######## block 1 ########
## src/rtl/wksg_arb.sv

```systemverilog
// Two-requester round-robin arbiter for the shared wksg signal channel.
// Grants sx/sy one at a time with a bounded hold, optional early release and a guard gap.
module wksg_arb #(
    parameter int unsigned HOLD = 4,
    parameter int unsigned GAP  = 1
) (
    input  logic clk,
    input  logic rst,
    input  logic x_req,
    input  logic y_req,
    input  logic x_done,
    input  logic y_done,
    output logic sx,
    output logic sy,
    output logic x_ack,
    output logic y_ack,
    output logic last,
    output logic busy
);

    localparam int unsigned CNT_W = 8;
    localparam logic [CNT_W-1:0] HOLD_LD = CNT_W'(HOLD - 1);
    localparam logic [CNT_W-1:0] GAP_LD  = CNT_W'(GAP - 1);

    typedef enum logic [1:0] {
        S_IDLE    = 2'd0,
        S_GRANT_X = 2'd1,
        S_GRANT_Y = 2'd2,
        S_GUARD   = 2'd3
    } state_t;

    state_t           r_state;
    state_t           w_state_nxt;
    logic [CNT_W-1:0] r_cnt;
    logic [CNT_W-1:0] w_cnt_nxt;

    logic r_sx;
    logic r_sy;
    logic r_x_ack;
    logic r_y_ack;
    logic r_last;
    logic r_busy;

    logic w_sx_nxt;
    logic w_sy_nxt;
    logic w_x_ack_nxt;
    logic w_y_ack_nxt;
    logic w_last_nxt;
    logic w_busy_nxt;

    logic w_cnt_zero;
    logic w_arb_x;
    logic w_arb_y;

    // Tie goes to the requester not named by r_last.
    assign w_cnt_zero = (r_cnt == '0);
    assign w_arb_x    = x_req & (~y_req | r_last);
    assign w_arb_y    = y_req & (~x_req | ~r_last);

    // State and counter register.
    always_ff @(posedge clk) begin
        if (rst) begin
            r_state <= S_IDLE;
            r_cnt   <= '0;
        end else begin
            r_state <= w_state_nxt;
            r_cnt   <= w_cnt_nxt;
        end
    end

    // Next-state and counter logic.
    always_comb begin
        w_state_nxt = r_state;
        w_cnt_nxt   = r_cnt;
        case (r_state)
            S_IDLE: begin
                if (w_arb_x) begin
                    w_state_nxt = S_GRANT_X;
                    w_cnt_nxt   = HOLD_LD;
                end else if (w_arb_y) begin
                    w_state_nxt = S_GRANT_Y;
                    w_cnt_nxt   = HOLD_LD;
                end
            end
            S_GRANT_X: begin
                if (x_done || w_cnt_zero) begin
                    w_state_nxt = S_GUARD;
                    w_cnt_nxt   = GAP_LD;
                end else begin
                    w_cnt_nxt = r_cnt - CNT_W'(1);
                end
            end
            S_GRANT_Y: begin
                if (y_done || w_cnt_zero) begin
                    w_state_nxt = S_GUARD;
                    w_cnt_nxt   = GAP_LD;
                end else begin
                    w_cnt_nxt = r_cnt - CNT_W'(1);
                end
            end
            S_GUARD: begin
                if (!w_cnt_zero) begin
                    w_cnt_nxt = r_cnt - CNT_W'(1);
                end else if (w_arb_x) begin
                    w_state_nxt = S_GRANT_X;
                    w_cnt_nxt   = HOLD_LD;
                end else if (w_arb_y) begin
                    w_state_nxt = S_GRANT_Y;
                    w_cnt_nxt   = HOLD_LD;
                end else begin
                    w_state_nxt = S_IDLE;
                end
            end
            default: begin
                w_state_nxt = S_IDLE;
                w_cnt_nxt   = '0;
            end
        endcase
    end

    // Output next values follow the state being entered, so outputs align with it.
    always_comb begin
        w_sx_nxt    = 1'b0;
        w_sy_nxt    = 1'b0;
        w_x_ack_nxt = 1'b0;
        w_y_ack_nxt = 1'b0;
        w_last_nxt  = r_last;
        w_busy_nxt  = 1'b0;
        if (w_state_nxt == S_GRANT_X) begin
            w_sx_nxt    = 1'b1;
            w_x_ack_nxt = (r_state != S_GRANT_X);
            w_last_nxt  = 1'b0;
        end
        if (w_state_nxt == S_GRANT_Y) begin
            w_sy_nxt    = 1'b1;
            w_y_ack_nxt = (r_state != S_GRANT_Y);
            w_last_nxt  = 1'b1;
        end
        w_busy_nxt = (w_state_nxt != S_IDLE);
    end

    // Registered outputs.
    always_ff @(posedge clk) begin
        if (rst) begin
            r_sx    <= 1'b0;
            r_sy    <= 1'b0;
            r_x_ack <= 1'b0;
            r_y_ack <= 1'b0;
            r_last  <= 1'b1;
            r_busy  <= 1'b0;
        end else begin
            r_sx    <= w_sx_nxt;
            r_sy    <= w_sy_nxt;
            r_x_ack <= w_x_ack_nxt;
            r_y_ack <= w_y_ack_nxt;
            r_last  <= w_last_nxt;
            r_busy  <= w_busy_nxt;
        end
    end

    assign sx    = r_sx;
    assign sy    = r_sy;
    assign x_ack = r_x_ack;
    assign y_ack = r_y_ack;
    assign last  = r_last;
    assign busy  = r_busy;

endmodule

```

## config.mk

```make
export PLATFORM = sky130hd
export DESIGN_NAME = wksg_arb
export DESIGN_NICKNAME = d
export VERILOG_FILES = /design/src/rtl/wksg_arb.sv
export SDC_FILE = /design/constraint.sdc
export NUM_CORES = 1
export LEC_CHECK = 0
export CAP_MARGIN = 20
export CORE_UTILIZATION = 54
export DETAILED_ROUTE_END_ITERATION = 10
export PLACE_DENSITY = 0.77
export SLEW_MARGIN = 20
export SYNTH_ARGS = -nofsm -noshare
export SYNTH_HDL_FRONTEND = slang
export SYNTH_SLANG_ARGS = --single-unit
```

## constraint.sdc

```tcl
create_clock -name clk -period 4.75 [get_ports clk]
set_clock_uncertainty 0.15 [all_clocks]
set_input_delay 0.7125 -clock clk [delete_from_list [all_inputs] [get_ports clk]]
set_output_delay 0.7125 -clock clk [all_outputs]
set_load 0.005 [all_outputs]
```

######## block 2 ########
===== config.mk =====
export PLATFORM = sky130hd
export DESIGN_NAME = rv32i_dmem_arbiter_flat
export DESIGN_NICKNAME = d
export VERILOG_FILES = /design/src/rtl/rv32i_dmem_arbiter_if.sv /design/src/rtl/rv32i_dmem_arbiter.sv /design/src/flat_wrapper.sv
export SDC_FILE = /design/constraint.sdc
export NUM_CORES = 1
export LEC_CHECK = 0
export CORE_AREA = 2 2 120 122
export CTS_CLUSTER_DIAMETER = 120
export DETAILED_ROUTE_END_ITERATION = 12
export DIE_AREA = 0 0 122 124
export SLEW_MARGIN = 40
export SYNTH_ARGS = -nofsm -noshare
export SYNTH_HDL_FRONTEND = slang
export SYNTH_SLANG_ARGS = --single-unit

===== constraint.sdc =====
create_clock -name clk -period 4.3 [get_ports clk]
set_clock_uncertainty 0.15 [all_clocks]
set_input_delay 1.29 -clock clk [delete_from_list [all_inputs] [get_ports clk]]
set_output_delay 1.29 -clock clk [all_outputs]
set_load 0.1 [all_outputs]

===== src/rtl/rv32i_dmem_arbiter_if.sv =====
// ---------------------------------------------------------------------------
// rv32i_dmem_arbiter_if
// Bundles the three buses around the data-memory arbiter:
//   cpu_*  : MEM-stage request (req/we/be/addr/wdata in, stall/rvalid/rdata out)
//   ext_*  : external requester (req/we/be/addr/wdata in, gnt/rvalid/rdata out)
//   d_*    : RAM data port (we/be/addr/wdata out, rdata in, 1-cycle latency)
// Modports:
//   slave  : the arbiter itself
//   master : the environment (MEM stage, external requester and RAM)
// ---------------------------------------------------------------------------
interface rv32i_dmem_arbiter_if;
  // MEM stage
  logic        cpu_req;
  logic        cpu_we;
  logic [3:0]  cpu_be;
  logic [29:0] cpu_addr;
  logic [31:0] cpu_wdata;
  logic        cpu_stall;
  logic        cpu_rvalid;
  logic [31:0] cpu_rdata;
  // External requester
  logic        ext_req;
  logic        ext_we;
  logic [3:0]  ext_be;
  logic [29:0] ext_addr;
  logic [31:0] ext_wdata;
  logic        ext_gnt;
  logic        ext_rvalid;
  logic [31:0] ext_rdata;
  // RAM data port
  logic        d_we;
  logic [3:0]  d_be;
  logic [29:0] d_addr;
  logic [31:0] d_wdata;
  logic [31:0] d_rdata;

  modport slave (
    input  cpu_req, cpu_we, cpu_be, cpu_addr, cpu_wdata,
    output cpu_stall, cpu_rvalid, cpu_rdata,
    input  ext_req, ext_we, ext_be, ext_addr, ext_wdata,
    output ext_gnt, ext_rvalid, ext_rdata,
    output d_we, d_be, d_addr, d_wdata,
    input  d_rdata
  );

  modport master (
    output cpu_req, cpu_we, cpu_be, cpu_addr, cpu_wdata,
    input  cpu_stall, cpu_rvalid, cpu_rdata,
    output ext_req, ext_we, ext_be, ext_addr, ext_wdata,
    input  ext_gnt, ext_rvalid, ext_rdata,
    input  d_we, d_be, d_addr, d_wdata,
    output d_rdata
  );
endinterface


===== src/rtl/rv32i_dmem_arbiter.sv =====
// ---------------------------------------------------------------------------
// rv32i_dmem_arbiter
// Shares the RAM data port between the MEM stage (default priority) and an
// external requester. After STARVE_LIMIT consecutive denied ext cycles the
// external requester wins the next conflict and the MEM stage is stalled.
// Read data from the 1-cycle-latency RAM is routed back to whichever
// requester issued the read in the previous cycle.
// Ports:
//   clk   : clock
//   reset : synchronous active-high reset
//   bus   : rv32i_dmem_arbiter_if.slave (cpu_*, ext_*, d_* signals)
// Parameter:
//   STARVE_LIMIT (0..15): denied ext cycles before ext wins a conflict;
//                         0 means ext always wins.
// ---------------------------------------------------------------------------
module rv32i_dmem_arbiter #(
  parameter int unsigned STARVE_LIMIT = 4
) (
  input  logic                 clk,
  input  logic                 reset,
  rv32i_dmem_arbiter_if.slave  bus
);

  localparam logic [3:0] LIMIT = 4'(STARVE_LIMIT);

  typedef enum logic [1:0] {
    OWN_NONE,
    OWN_CPU,
    OWN_EXT
  } owner_e;

  logic [3:0] starve_q, starve_d;
  owner_e     rd_owner_q, rd_owner_d;
  logic       ext_pri;
  logic       cpu_gnt;
  logic       ext_gnt;

  // State register.
  // NOTE: sequential state uses non-blocking assignments so every flop
  // samples the pre-edge values, regardless of statement order.
  always_ff @(posedge clk) begin
    if (reset) begin
      starve_q   <= 4'd0;
      rd_owner_q <= OWN_NONE;
    end else begin
      starve_q   <= starve_d;
      rd_owner_q <= rd_owner_d;
    end
  end

  // Grant decision and next state.
  // NOTE: every variable assigned here gets a default first, so no path
  // leaves one unassigned and no latch is inferred.
  always_comb begin
    ext_pri    = (starve_q >= LIMIT);
    cpu_gnt    = 1'b0;
    ext_gnt    = 1'b0;
    starve_d   = 4'd0;
    rd_owner_d = OWN_NONE;

    // Nothing is granted while reset is held, so no access reaches the RAM.
    if (!reset) begin
      if (bus.cpu_req && bus.ext_req) begin
        cpu_gnt = !ext_pri;
        ext_gnt = ext_pri;
      end else begin
        cpu_gnt = bus.cpu_req;
        ext_gnt = bus.ext_req;
      end
    end

    // Count consecutive denied ext cycles; saturate so the count can never
    // wrap back into CPU priority while ext keeps waiting.
    if (bus.ext_req && !ext_gnt) begin
      starve_d = (starve_q == 4'hF) ? starve_q : starve_q + 4'd1;
    end

    // Remember who owns the read data that the RAM returns next cycle.
    if (cpu_gnt && !bus.cpu_we) begin
      rd_owner_d = OWN_CPU;
    end else if (ext_gnt && !bus.ext_we) begin
      rd_owner_d = OWN_EXT;
    end
  end

  // Outputs: RAM port mux, handshakes and read-data routing.
  always_comb begin
    bus.d_we       = 1'b0;
    bus.d_be       = 4'd0;
    bus.d_addr     = 30'd0;
    bus.d_wdata    = 32'd0;
    bus.cpu_stall  = bus.cpu_req && !cpu_gnt && !reset;
    bus.ext_gnt    = ext_gnt;
    bus.cpu_rvalid = 1'b0;
    bus.cpu_rdata  = 32'd0;
    bus.ext_rvalid = 1'b0;
    bus.ext_rdata  = 32'd0;

    if (cpu_gnt) begin
      bus.d_we    = bus.cpu_we;
      bus.d_be    = bus.cpu_be;
      bus.d_addr  = bus.cpu_addr;
      bus.d_wdata = bus.cpu_wdata;
    end else if (ext_gnt) begin
      bus.d_we    = bus.ext_we;
      bus.d_be    = bus.ext_be;
      bus.d_addr  = bus.ext_addr;
      bus.d_wdata = bus.ext_wdata;
    end

    // rd_owner_q still holds a pre-reset read during the first reset
    // cycle; gating with reset keeps that return from being reported.
    if (!reset && rd_owner_q == OWN_CPU) begin
      bus.cpu_rvalid = 1'b1;
      bus.cpu_rdata  = bus.d_rdata;
    end
    if (!reset && rd_owner_q == OWN_EXT) begin
      bus.ext_rvalid = 1'b1;
      bus.ext_rdata  = bus.d_rdata;
    end
  end

endmodule


===== src/flat_wrapper.sv =====
// flat-port wrapper written by rule: the top's interface ports become plain ports
module rv32i_dmem_arbiter_flat 
#(
  parameter int unsigned STARVE_LIMIT = 4
)
  (clk, reset, bus_cpu_req, bus_cpu_we, bus_cpu_be, bus_cpu_addr, bus_cpu_wdata, bus_cpu_stall, bus_cpu_rvalid, bus_cpu_rdata, bus_ext_req, bus_ext_we, bus_ext_be, bus_ext_addr, bus_ext_wdata, bus_ext_gnt, bus_ext_rvalid, bus_ext_rdata, bus_d_we, bus_d_be, bus_d_addr, bus_d_wdata, bus_d_rdata);
  rv32i_dmem_arbiter_if bus_i ();
  input  logic clk;
  input  logic reset;
  input wire logic [$bits(bus_i.cpu_req)-1:0] bus_cpu_req;
  input wire logic [$bits(bus_i.cpu_we)-1:0] bus_cpu_we;
  input wire logic [$bits(bus_i.cpu_be)-1:0] bus_cpu_be;
  input wire logic [$bits(bus_i.cpu_addr)-1:0] bus_cpu_addr;
  input wire logic [$bits(bus_i.cpu_wdata)-1:0] bus_cpu_wdata;
  output wire logic [$bits(bus_i.cpu_stall)-1:0] bus_cpu_stall;
  output wire logic [$bits(bus_i.cpu_rvalid)-1:0] bus_cpu_rvalid;
  output wire logic [$bits(bus_i.cpu_rdata)-1:0] bus_cpu_rdata;
  input wire logic [$bits(bus_i.ext_req)-1:0] bus_ext_req;
  input wire logic [$bits(bus_i.ext_we)-1:0] bus_ext_we;
  input wire logic [$bits(bus_i.ext_be)-1:0] bus_ext_be;
  input wire logic [$bits(bus_i.ext_addr)-1:0] bus_ext_addr;
  input wire logic [$bits(bus_i.ext_wdata)-1:0] bus_ext_wdata;
  output wire logic [$bits(bus_i.ext_gnt)-1:0] bus_ext_gnt;
  output wire logic [$bits(bus_i.ext_rvalid)-1:0] bus_ext_rvalid;
  output wire logic [$bits(bus_i.ext_rdata)-1:0] bus_ext_rdata;
  output wire logic [$bits(bus_i.d_we)-1:0] bus_d_we;
  output wire logic [$bits(bus_i.d_be)-1:0] bus_d_be;
  output wire logic [$bits(bus_i.d_addr)-1:0] bus_d_addr;
  output wire logic [$bits(bus_i.d_wdata)-1:0] bus_d_wdata;
  input wire logic [$bits(bus_i.d_rdata)-1:0] bus_d_rdata;
  assign bus_i.cpu_req = bus_cpu_req;
  assign bus_i.cpu_we = bus_cpu_we;
  assign bus_i.cpu_be = bus_cpu_be;
  assign bus_i.cpu_addr = bus_cpu_addr;
  assign bus_i.cpu_wdata = bus_cpu_wdata;
  assign bus_cpu_stall = bus_i.cpu_stall;
  assign bus_cpu_rvalid = bus_i.cpu_rvalid;
  assign bus_cpu_rdata = bus_i.cpu_rdata;
  assign bus_i.ext_req = bus_ext_req;
  assign bus_i.ext_we = bus_ext_we;
  assign bus_i.ext_be = bus_ext_be;
  assign bus_i.ext_addr = bus_ext_addr;
  assign bus_i.ext_wdata = bus_ext_wdata;
  assign bus_ext_gnt = bus_i.ext_gnt;
  assign bus_ext_rvalid = bus_i.ext_rvalid;
  assign bus_ext_rdata = bus_i.ext_rdata;
  assign bus_d_we = bus_i.d_we;
  assign bus_d_be = bus_i.d_be;
  assign bus_d_addr = bus_i.d_addr;
  assign bus_d_wdata = bus_i.d_wdata;
  assign bus_i.d_rdata = bus_d_rdata;
  rv32i_dmem_arbiter #(.STARVE_LIMIT(STARVE_LIMIT)) u_core (.clk(clk), .reset(reset), .bus(bus_i));
endmodule

######## block 3 ########
--- src/rtl/sc_timebase_counter.sv ---
// rtl/sc_timebase_counter.sv - game timebase: prescaler, start/pause button, elapsed-time counter
// Optional build macro SC_TIMEBASE_WRAP_EN: elapsed time wraps to 0 instead of saturating in DONE.
module sc_timebase_counter #(
   parameter int PRESCALER_COUNT = 50000000,
   parameter int PRESCALER_WIDTH = 26,
   parameter int TIME_WIDTH      = 4,
   parameter int TIME_MAX        = 15
) (
   input  logic                  SC_TIMEBASE_CLOCK_50,
   input  logic                  SC_TIMEBASE_RESET_InLow,
   input  logic                  SC_TIMEBASE_START_InLow,
   input  logic                  SC_TIMEBASE_CLEAR_InHigh,
   output logic [TIME_WIDTH-1:0] SC_TIMEBASE_TIME_OutBUS,
   output logic                  SC_TIMEBASE_TICK_Out,
   output logic                  SC_TIMEBASE_RUNNING_Out,
   output logic                  SC_TIMEBASE_DONE_Out
);

   typedef enum logic [1:0] {S_IDLE, S_RUN, S_PAUSE, S_DONE} state_t;

   localparam logic [PRESCALER_WIDTH-1:0] PRESC_LAST = PRESCALER_WIDTH'(PRESCALER_COUNT - 1);
   localparam logic [TIME_WIDTH-1:0]      TIME_LAST  = TIME_WIDTH'(TIME_MAX);

   state_t                     state, state_nxt;
   logic [PRESCALER_WIDTH-1:0] presc, presc_nxt;
   logic [TIME_WIDTH-1:0]      time_r, time_nxt;
   logic                       tick_r, tick_nxt;
   logic                       sync1, sync2, edge_q;
   logic                       start_evt;

   // Button idles high; a press is the high-to-low transition after synchronization.
   assign start_evt = edge_q & ~sync2;

   always_comb begin
      state_nxt = state;
      presc_nxt = presc;
      time_nxt  = time_r;
      tick_nxt  = 1'b0;

      if (state == S_RUN) begin
         if (presc == PRESC_LAST) begin
            presc_nxt = '0;
            tick_nxt  = 1'b1;
         end else begin
            presc_nxt = presc + PRESCALER_WIDTH'(1);
         end
      end

      case (state)
         S_IDLE:  if (start_evt) state_nxt = S_RUN;
         S_RUN:   if (start_evt) state_nxt = S_PAUSE;
         S_PAUSE: if (start_evt) state_nxt = S_RUN;
         default: state_nxt = state;
      endcase

      // The tick registered last cycle is counted now, even if a press moved us to PAUSE.
      if (tick_r) begin
`ifdef SC_TIMEBASE_WRAP_EN
         time_nxt = (time_r == TIME_LAST) ? '0 : time_r + TIME_WIDTH'(1);
`else
         if (time_r != TIME_LAST) time_nxt = time_r + TIME_WIDTH'(1);
         if (time_r + TIME_WIDTH'(1) == TIME_LAST) state_nxt = S_DONE;
`endif
      end

      if (SC_TIMEBASE_CLEAR_InHigh) begin
         state_nxt = S_IDLE;
         presc_nxt = '0;
         time_nxt  = '0;
         tick_nxt  = 1'b0;
      end
   end

   always_ff @(posedge SC_TIMEBASE_CLOCK_50 or negedge SC_TIMEBASE_RESET_InLow) begin
      if (!SC_TIMEBASE_RESET_InLow) begin
         state  <= S_IDLE;
         presc  <= '0;
         time_r <= '0;
         tick_r <= 1'b0;
         sync1  <= 1'b1;
         sync2  <= 1'b1;
         edge_q <= 1'b1;
      end else begin
         sync1  <= SC_TIMEBASE_START_InLow;
         sync2  <= sync1;
         edge_q <= sync2;
         state  <= state_nxt;
         presc  <= presc_nxt;
         time_r <= time_nxt;
         tick_r <= tick_nxt;
      end
   end

   assign SC_TIMEBASE_TIME_OutBUS = time_r;
   assign SC_TIMEBASE_TICK_Out    = tick_r;
   assign SC_TIMEBASE_RUNNING_Out = (state == S_RUN);
`ifdef SC_TIMEBASE_WRAP_EN
   assign SC_TIMEBASE_DONE_Out    = 1'b0;
`else
   assign SC_TIMEBASE_DONE_Out    = (state == S_DONE);
`endif

endmodule

--- config.mk ---
export PLATFORM = sky130hd
export DESIGN_NAME = sc_timebase_counter
export DESIGN_NICKNAME = d
export VERILOG_FILES = /design/src/rtl/sc_timebase_counter.sv
export SDC_FILE = /design/constraint.sdc
export NUM_CORES = 1
export LEC_CHECK = 0
export CAP_MARGIN = 20
export CORE_MARGIN = 2
export CORE_UTILIZATION = 44
export CTS_CLUSTER_SIZE = 12
export DETAILED_ROUTE_END_ITERATION = 10
export PLACE_DENSITY = 0.64
export SYNTH_ARGS = -nofsm -noshare
export SYNTH_HDL_FRONTEND = slang
export SYNTH_SLANG_ARGS = --single-unit
--- constraint.sdc ---
create_clock -name SC_TIMEBASE_CLOCK_50 -period 2.1 [get_ports SC_TIMEBASE_CLOCK_50]
set_input_delay 0.63 -clock SC_TIMEBASE_CLOCK_50 [delete_from_list [all_inputs] [get_ports SC_TIMEBASE_CLOCK_50]]
set_output_delay 0.63 -clock SC_TIMEBASE_CLOCK_50 [all_outputs]
set_load 0.02 [all_outputs]
Fig. 1: block 3, congestion heat map
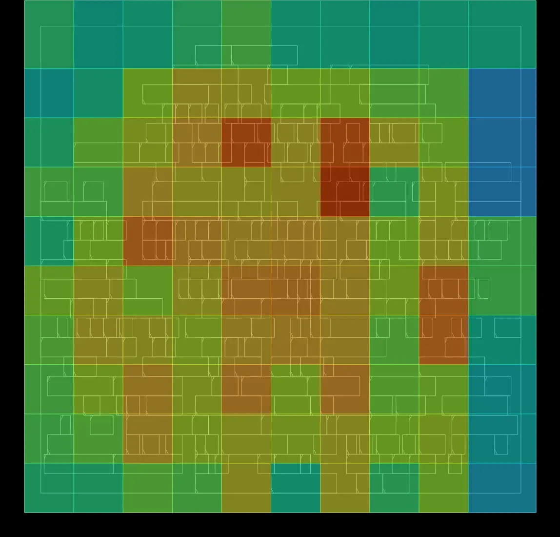
met2 routing resource usage after global routing: 0.311
global routing usage on met3: 0.0422

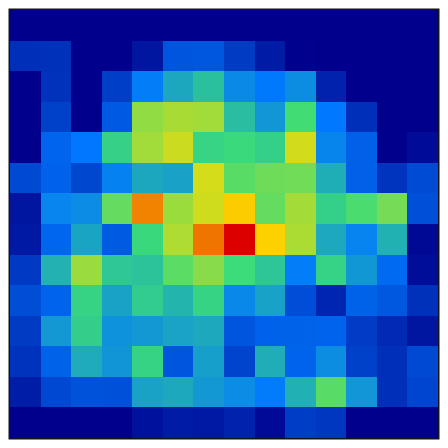
Fig. 2. Signal metal coverage by tile (block 3).
14 x 14 tiles, from dark blue (low) to red (high), scaled to the fullest tile. Values are wire area over tile area, all layers added.
nearly empty tiles = 20%
mean over tiles = 0.14
fullest tile = 0.57
tiles over half the peak = 15%
densest ninth of the die = middle
emptiest ninth of the die = top right
total routed wirelength: 4.67 mm
Wirelength per Cell: 15.6 microns

==> flow_results.xml, block 3 <==
<?xml version="1.0" encoding="UTF-8"?>
<metrics>
  <group name="run_status">
    <metric name="run_status" unit="">completed</metric>
  </group>
  <group name="logic_synthesis">
    <metric name="mapped_avg_cell_area" unit="sq um">9.39</metric>
    <metric name="ys_cells" unit="">214</metric>
    <metric name="number_of_enable_flip_flop_cells" unit="">0</metric>
    <metric name="top_logic_family" unit="">simple AND/OR/NAND/NOR gates</metric>
    <metric name="unique_cell_type_count_in_the_yosys_netlist" unit="">45</metric>
  </group>
  <group name="layout">
    <metric name="drive_above_1_share" unit="">0.181</metric>
    <metric name="max_flop_register" unit="">presc</metric>
    <metric name="stdcell_area" unit="sq um">2450</metric>
    <metric name="clock_network_area_share" unit="">0.0440</metric>
    <metric name="design.final.nets" unit="">254</metric>
  </group>
  <group name="clock_tree">
    <metric name="post-cts-setup-buffers" unit="">0</metric>
    <metric name="post_cts_resize_count" unit="">1</metric>
    <metric name="post_cts_hold_buffer_count" unit="">0</metric>
    <metric name="clk_pin_slew" unit="ns">0.07</metric>
  </group>
  <group name="grt">
    <metric name="grt_max_degree" unit="">33</metric>
    <metric name="grt_first_pass_wirelength" unit="mm">8.16</metric>
    <metric name="gr-usage-met1" unit="">0.298</metric>
    <metric name="track_usage" unit="">0.206</metric>
  </group>
  <group name="pwr">
    <metric name="power.density_cell_area" unit="nW/um^2">566</metric>
  </group>
  <group name="timing">
    <metric name="slew-limit-headroom" unit="">0.701</metric>
    <metric name="drv_slew" unit="">0</metric>
  </group>
</metrics>
==> block 3: worst max-delay path, cell delays in order (launching register included) <==
cell             delay (ns)
dfrtp_1                0.39
and2_1                 0.13
clkdlybuf4s50_1        0.59
==> block 3: through the flow <==
stage / cells / setup TNS [ns] / setup WS (ns) / util
after floorplan: 214 / 0 / 0.150 / -
after CTS: 300 / 0 / 0.0576 / 0.556
after global routing: 300 / 0 / 0.000160 / 0.558
after global placement: 292 / -0.767 / -0.211 / 0.532
after detailed placement: 292 / -0.835 / -0.221 / 0.532
final: 300 / 0 / 0.0704 / 0.558
==> block 3: cells by family after synthesis <==
group / Yosys count
AND/OR/NAND/NOR: 99
adder cells (fa/ha/maj): 3
multiplexers: 2
XOR/XNOR: 12
buffers and inverters: 15
AND-OR/OR-AND: 47
flip-flops: 36
==> block 3: power by group <==
group | switching [mW] | leakage [nW] | internal [mW]
Clock | 0.239 | 0.0552 | 0.352
Sequential | 0.00462 | 0.491 | 0.703
Combinational | 0.0595 | 0.469 | 0.0279
Total | 0.303 | 1.02 | 1.08
==> block 3: metal layers <==
metal	wire length, microns	vias up
met2	2140	35
met1	2230	852
met3	224	8
li1	-	867
met5	0	-
met4	74	0
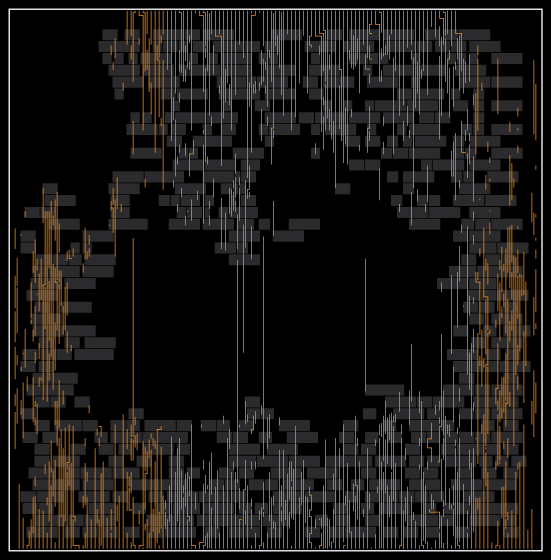
Fig. 3. The metal 2 layer (block 2).
longest straight run = 51.0 microns
wire length on this layer = 6490 microns
share of all routed wire = 56%
met2 routing resource usage after global routing: 0.251
Via Count: 2610

==> flow_results.xml, block 2 <==
<?xml version="1.0" encoding="UTF-8"?>
<metrics>
  <group name="run_status">
    <metric name="run_status" unit="">completed</metric>
  </group>
  <group name="logic_synthesis">
    <metric name="ys.warnings.count" unit="">0</metric>
    <metric name="synth_top_flop_cell" unit="">dfxtp_1</metric>
    <metric name="number_of_enable_flip_flop_cells" unit="">0</metric>
    <metric name="synth.largest_area_cell" unit="">a22o_1</metric>
  </group>
  <group name="die">
    <metric name="die_area" unit="sq um">15100</metric>
    <metric name="die_width" unit="microns">122</metric>
    <metric name="fp-utilization" unit="">0.0980</metric>
  </group>
  <group name="routing">
    <metric name="postRouteWirelength" unit="mm">11.6</metric>
  </group>
  <group name="grt">
    <metric name="overflow" unit="">0</metric>
  </group>
  <group name="layout">
    <metric name="layout_top_cells" unit="">clkdlybuf4s50_1 (168), buf_12 (142), and2_1 (48)</metric>
    <metric name="drive_above_1_share" unit="">0.419</metric>
  </group>
  <group name="clock_tree">
    <metric name="post-cts-setup-buffers" unit="">0</metric>
    <metric name="cts_htree_levels" unit="">1</metric>
  </group>
  <group name="critical_path">
    <metric name="critical_path.startpoint_type" unit="">input port</metric>
    <metric name="worst_ep_arrival_time" unit="ns">2.86</metric>
  </group>
  <group name="place">
    <metric name="preCtsSetupSlack" unit="ns">0.00711</metric>
    <metric name="io_buffers" unit="">304</metric>
  </group>
  <group name="timing">
    <metric name="layout_min_cycle_time" unit="ns">4.30</metric>
  </group>
</metrics>
==> block 2: critical path, cell delays in order <==
cell and delay, ns:
clkdlybuf4s50_1 0.48, nor2b_4 0.15, a21boi_4 0.19, buf_4 0.17, buf_12 0.16, a22o_1 0.21, buf_12 0.19
==> block 2: kinds of logic after synthesis <==
| group | synth area share |
|---|---|
| AOI/OAI and AO/OA | 0.448 |
| adders and majority gates | 0.00930 |
| buffers and inverters | 0.0921 |
| DFF | 0.0893 |
| other | 0.00279 |
| and+or+nand+nor | 0.358 |
==> block 2: final cells by class <==
class | instances | area (sq um) | area share
sequential | 6 | 120 | 0.0189
tap | 180 | 225 | 0.0355
timing repair buffer | 318 | 4630 | 0.729
clock buffer | 3 | 75.1 | 0.0118
multi-input combinational | 148 | 1300 | 0.204
==> block 2: per-stage QoR <==
stage	cells	power (mW)	setup TNS (ns)
after floorplan	175	0.508	0
after global placement	647	0.924	0
after detailed placement	647	0.930	0
after CTS	650	1.09	0
after global routing	655	1.14	-2.87
final	655	1.10	0
==> block 2: where the power goes <==
group	internal (mW)	total [mW]	switching (mW)
logic	0.391	0.896	0.505
registers	0.0575	0.0583	0.000768
clock network	0.119	0.149	0.0298
total	0.568	1.10	0.536
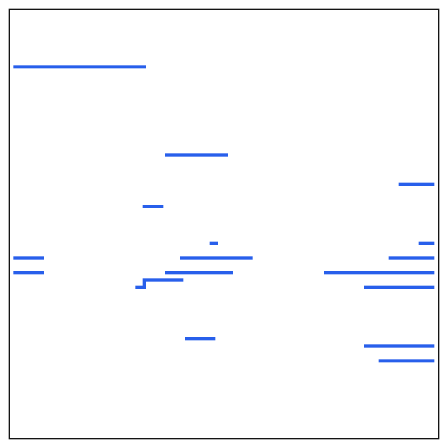
Fig. 4. Metal 3 (block 1).
nets with wire on the layer = 15
share of all routed wire = 5.5%
wire length on this layer = 79.3 microns
Via Count: 663
global routing usage on met3: 0.0682
total routed wirelength: 1.44 mm

==> flow_results.xml, block 1 <==
<?xml version="1.0" encoding="UTF-8"?>
<metrics>
  <group name="layout">
    <metric name="diodes" unit="">0</metric>
  </group>
  <group name="clock_tree">
    <metric name="cts_num_sinks" unit="">16</metric>
    <metric name="cts_buffers" unit="">3</metric>
  </group>
  <group name="pwr">
    <metric name="power.largest_group" unit="">combinational logic</metric>
  </group>
  <group name="critical_path">
    <metric name="critical_path.max_stage_delay" unit="ns">0.73</metric>
    <metric name="worst_ep_arrival_time" unit="ns">2.62</metric>
    <metric name="critical_path_peak_fanout" unit="">14</metric>
  </group>
  <group name="grt">
    <metric name="gr-usage-met1" unit="">0.258</metric>
  </group>
  <group name="die">
    <metric name="die_area" unit="sq um">1570</metric>
  </group>
  <group name="logic_synthesis">
    <metric name="share_of_yosys_cell_area_claimed_by_the_top_area_cell_type" unit="">0.420</metric>
    <metric name="yosys-stat-area" unit="sq um">763</metric>
  </group>
  <group name="routing">
    <metric name="avgViaCountPerCell" unit="">5.82</metric>
    <metric name="detailedRoute.firstPassIterationCount" unit="">4</metric>
  </group>
  <group name="run_status">
    <metric name="run_status" unit="">completed</metric>
  </group>
  <group name="worst_hold_path">
    <metric name="hold_path.class" unit="">register to register</metric>
  </group>
</metrics>
[block 1: path summary, 6_finish.rpt]
path,start,to,slack (ns),cells after the start
setup reg to reg,r_cnt[0]$_SDFF_PP0_,r_cnt[3]$_SDFF_PP0_,2.17,7
hold reg to reg,r_cnt[7]$_SDFF_PP0_,r_cnt[7]$_SDFF_PP0_,0.35,1
setup / recovery,r_cnt[0]$_SDFF_PP0_,r_cnt[3]$_SDFF_PP0_,2.17,7
hold / removal,r_cnt[7]$_SDFF_PP0_,r_cnt[7]$_SDFF_PP0_,0.35,1
[block 1: cells by family after synthesis]
| logic type | share of synthesized area |
|---|---|
| buffers and inverters | 0.0459 |
| AND/OR/NAND/NOR | 0.267 |
| AND-OR/OR-AND | 0.251 |
| adder cells (fa/ha/maj) | 0.0164 |
| flip-flops | 0.420 |
[block 1: area by class of cell]
class | count | area share
clock buffer | 4 | 0.0396
inverter | 6 | 0.0246
multi-input combinational | 62 | 0.445
sequential | 16 | 0.350
tap | 15 | 0.0205
timing repair buffer | 11 | 0.120
[block 1: registers in the layout, indices dropped and copies added (netlist names)]
signal   cells
x_ack        1
busy         1
sx           1
r_state      2
last         1
y_ack        1
r_cnt        8
sy           1


==> screenshots <==
Signal wires on met1.
panel A
The bar under the picture is 20 microns long. Supply wires on this layer in grey.
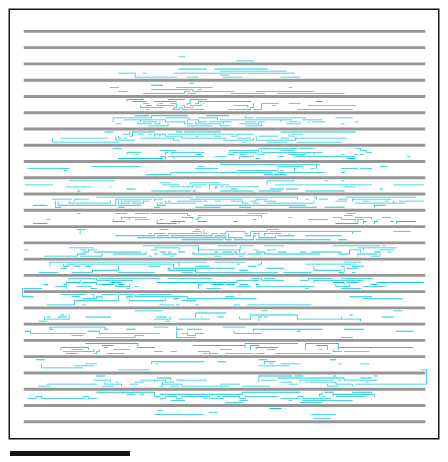
panel B
The bar under the picture is 20 microns long. Supply wires on this layer in grey.
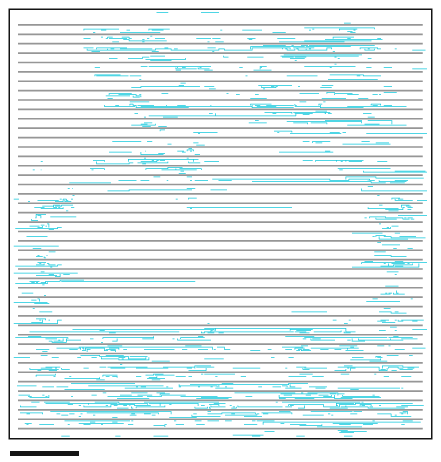
panel C
The bar under the picture is 10 microns long. Supply wires on this layer in grey.
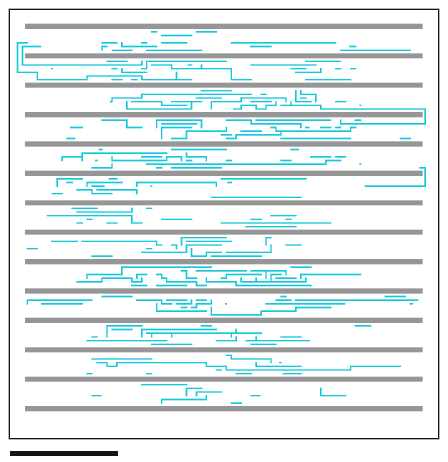
| from | picture |
|---|---|
| block 2 | panel B |
| block 3 | panel A |
| block 1 | panel C |
The one with the smallest die is panel C.

No activity file was given, so power comes from the tool's default toggle rates.
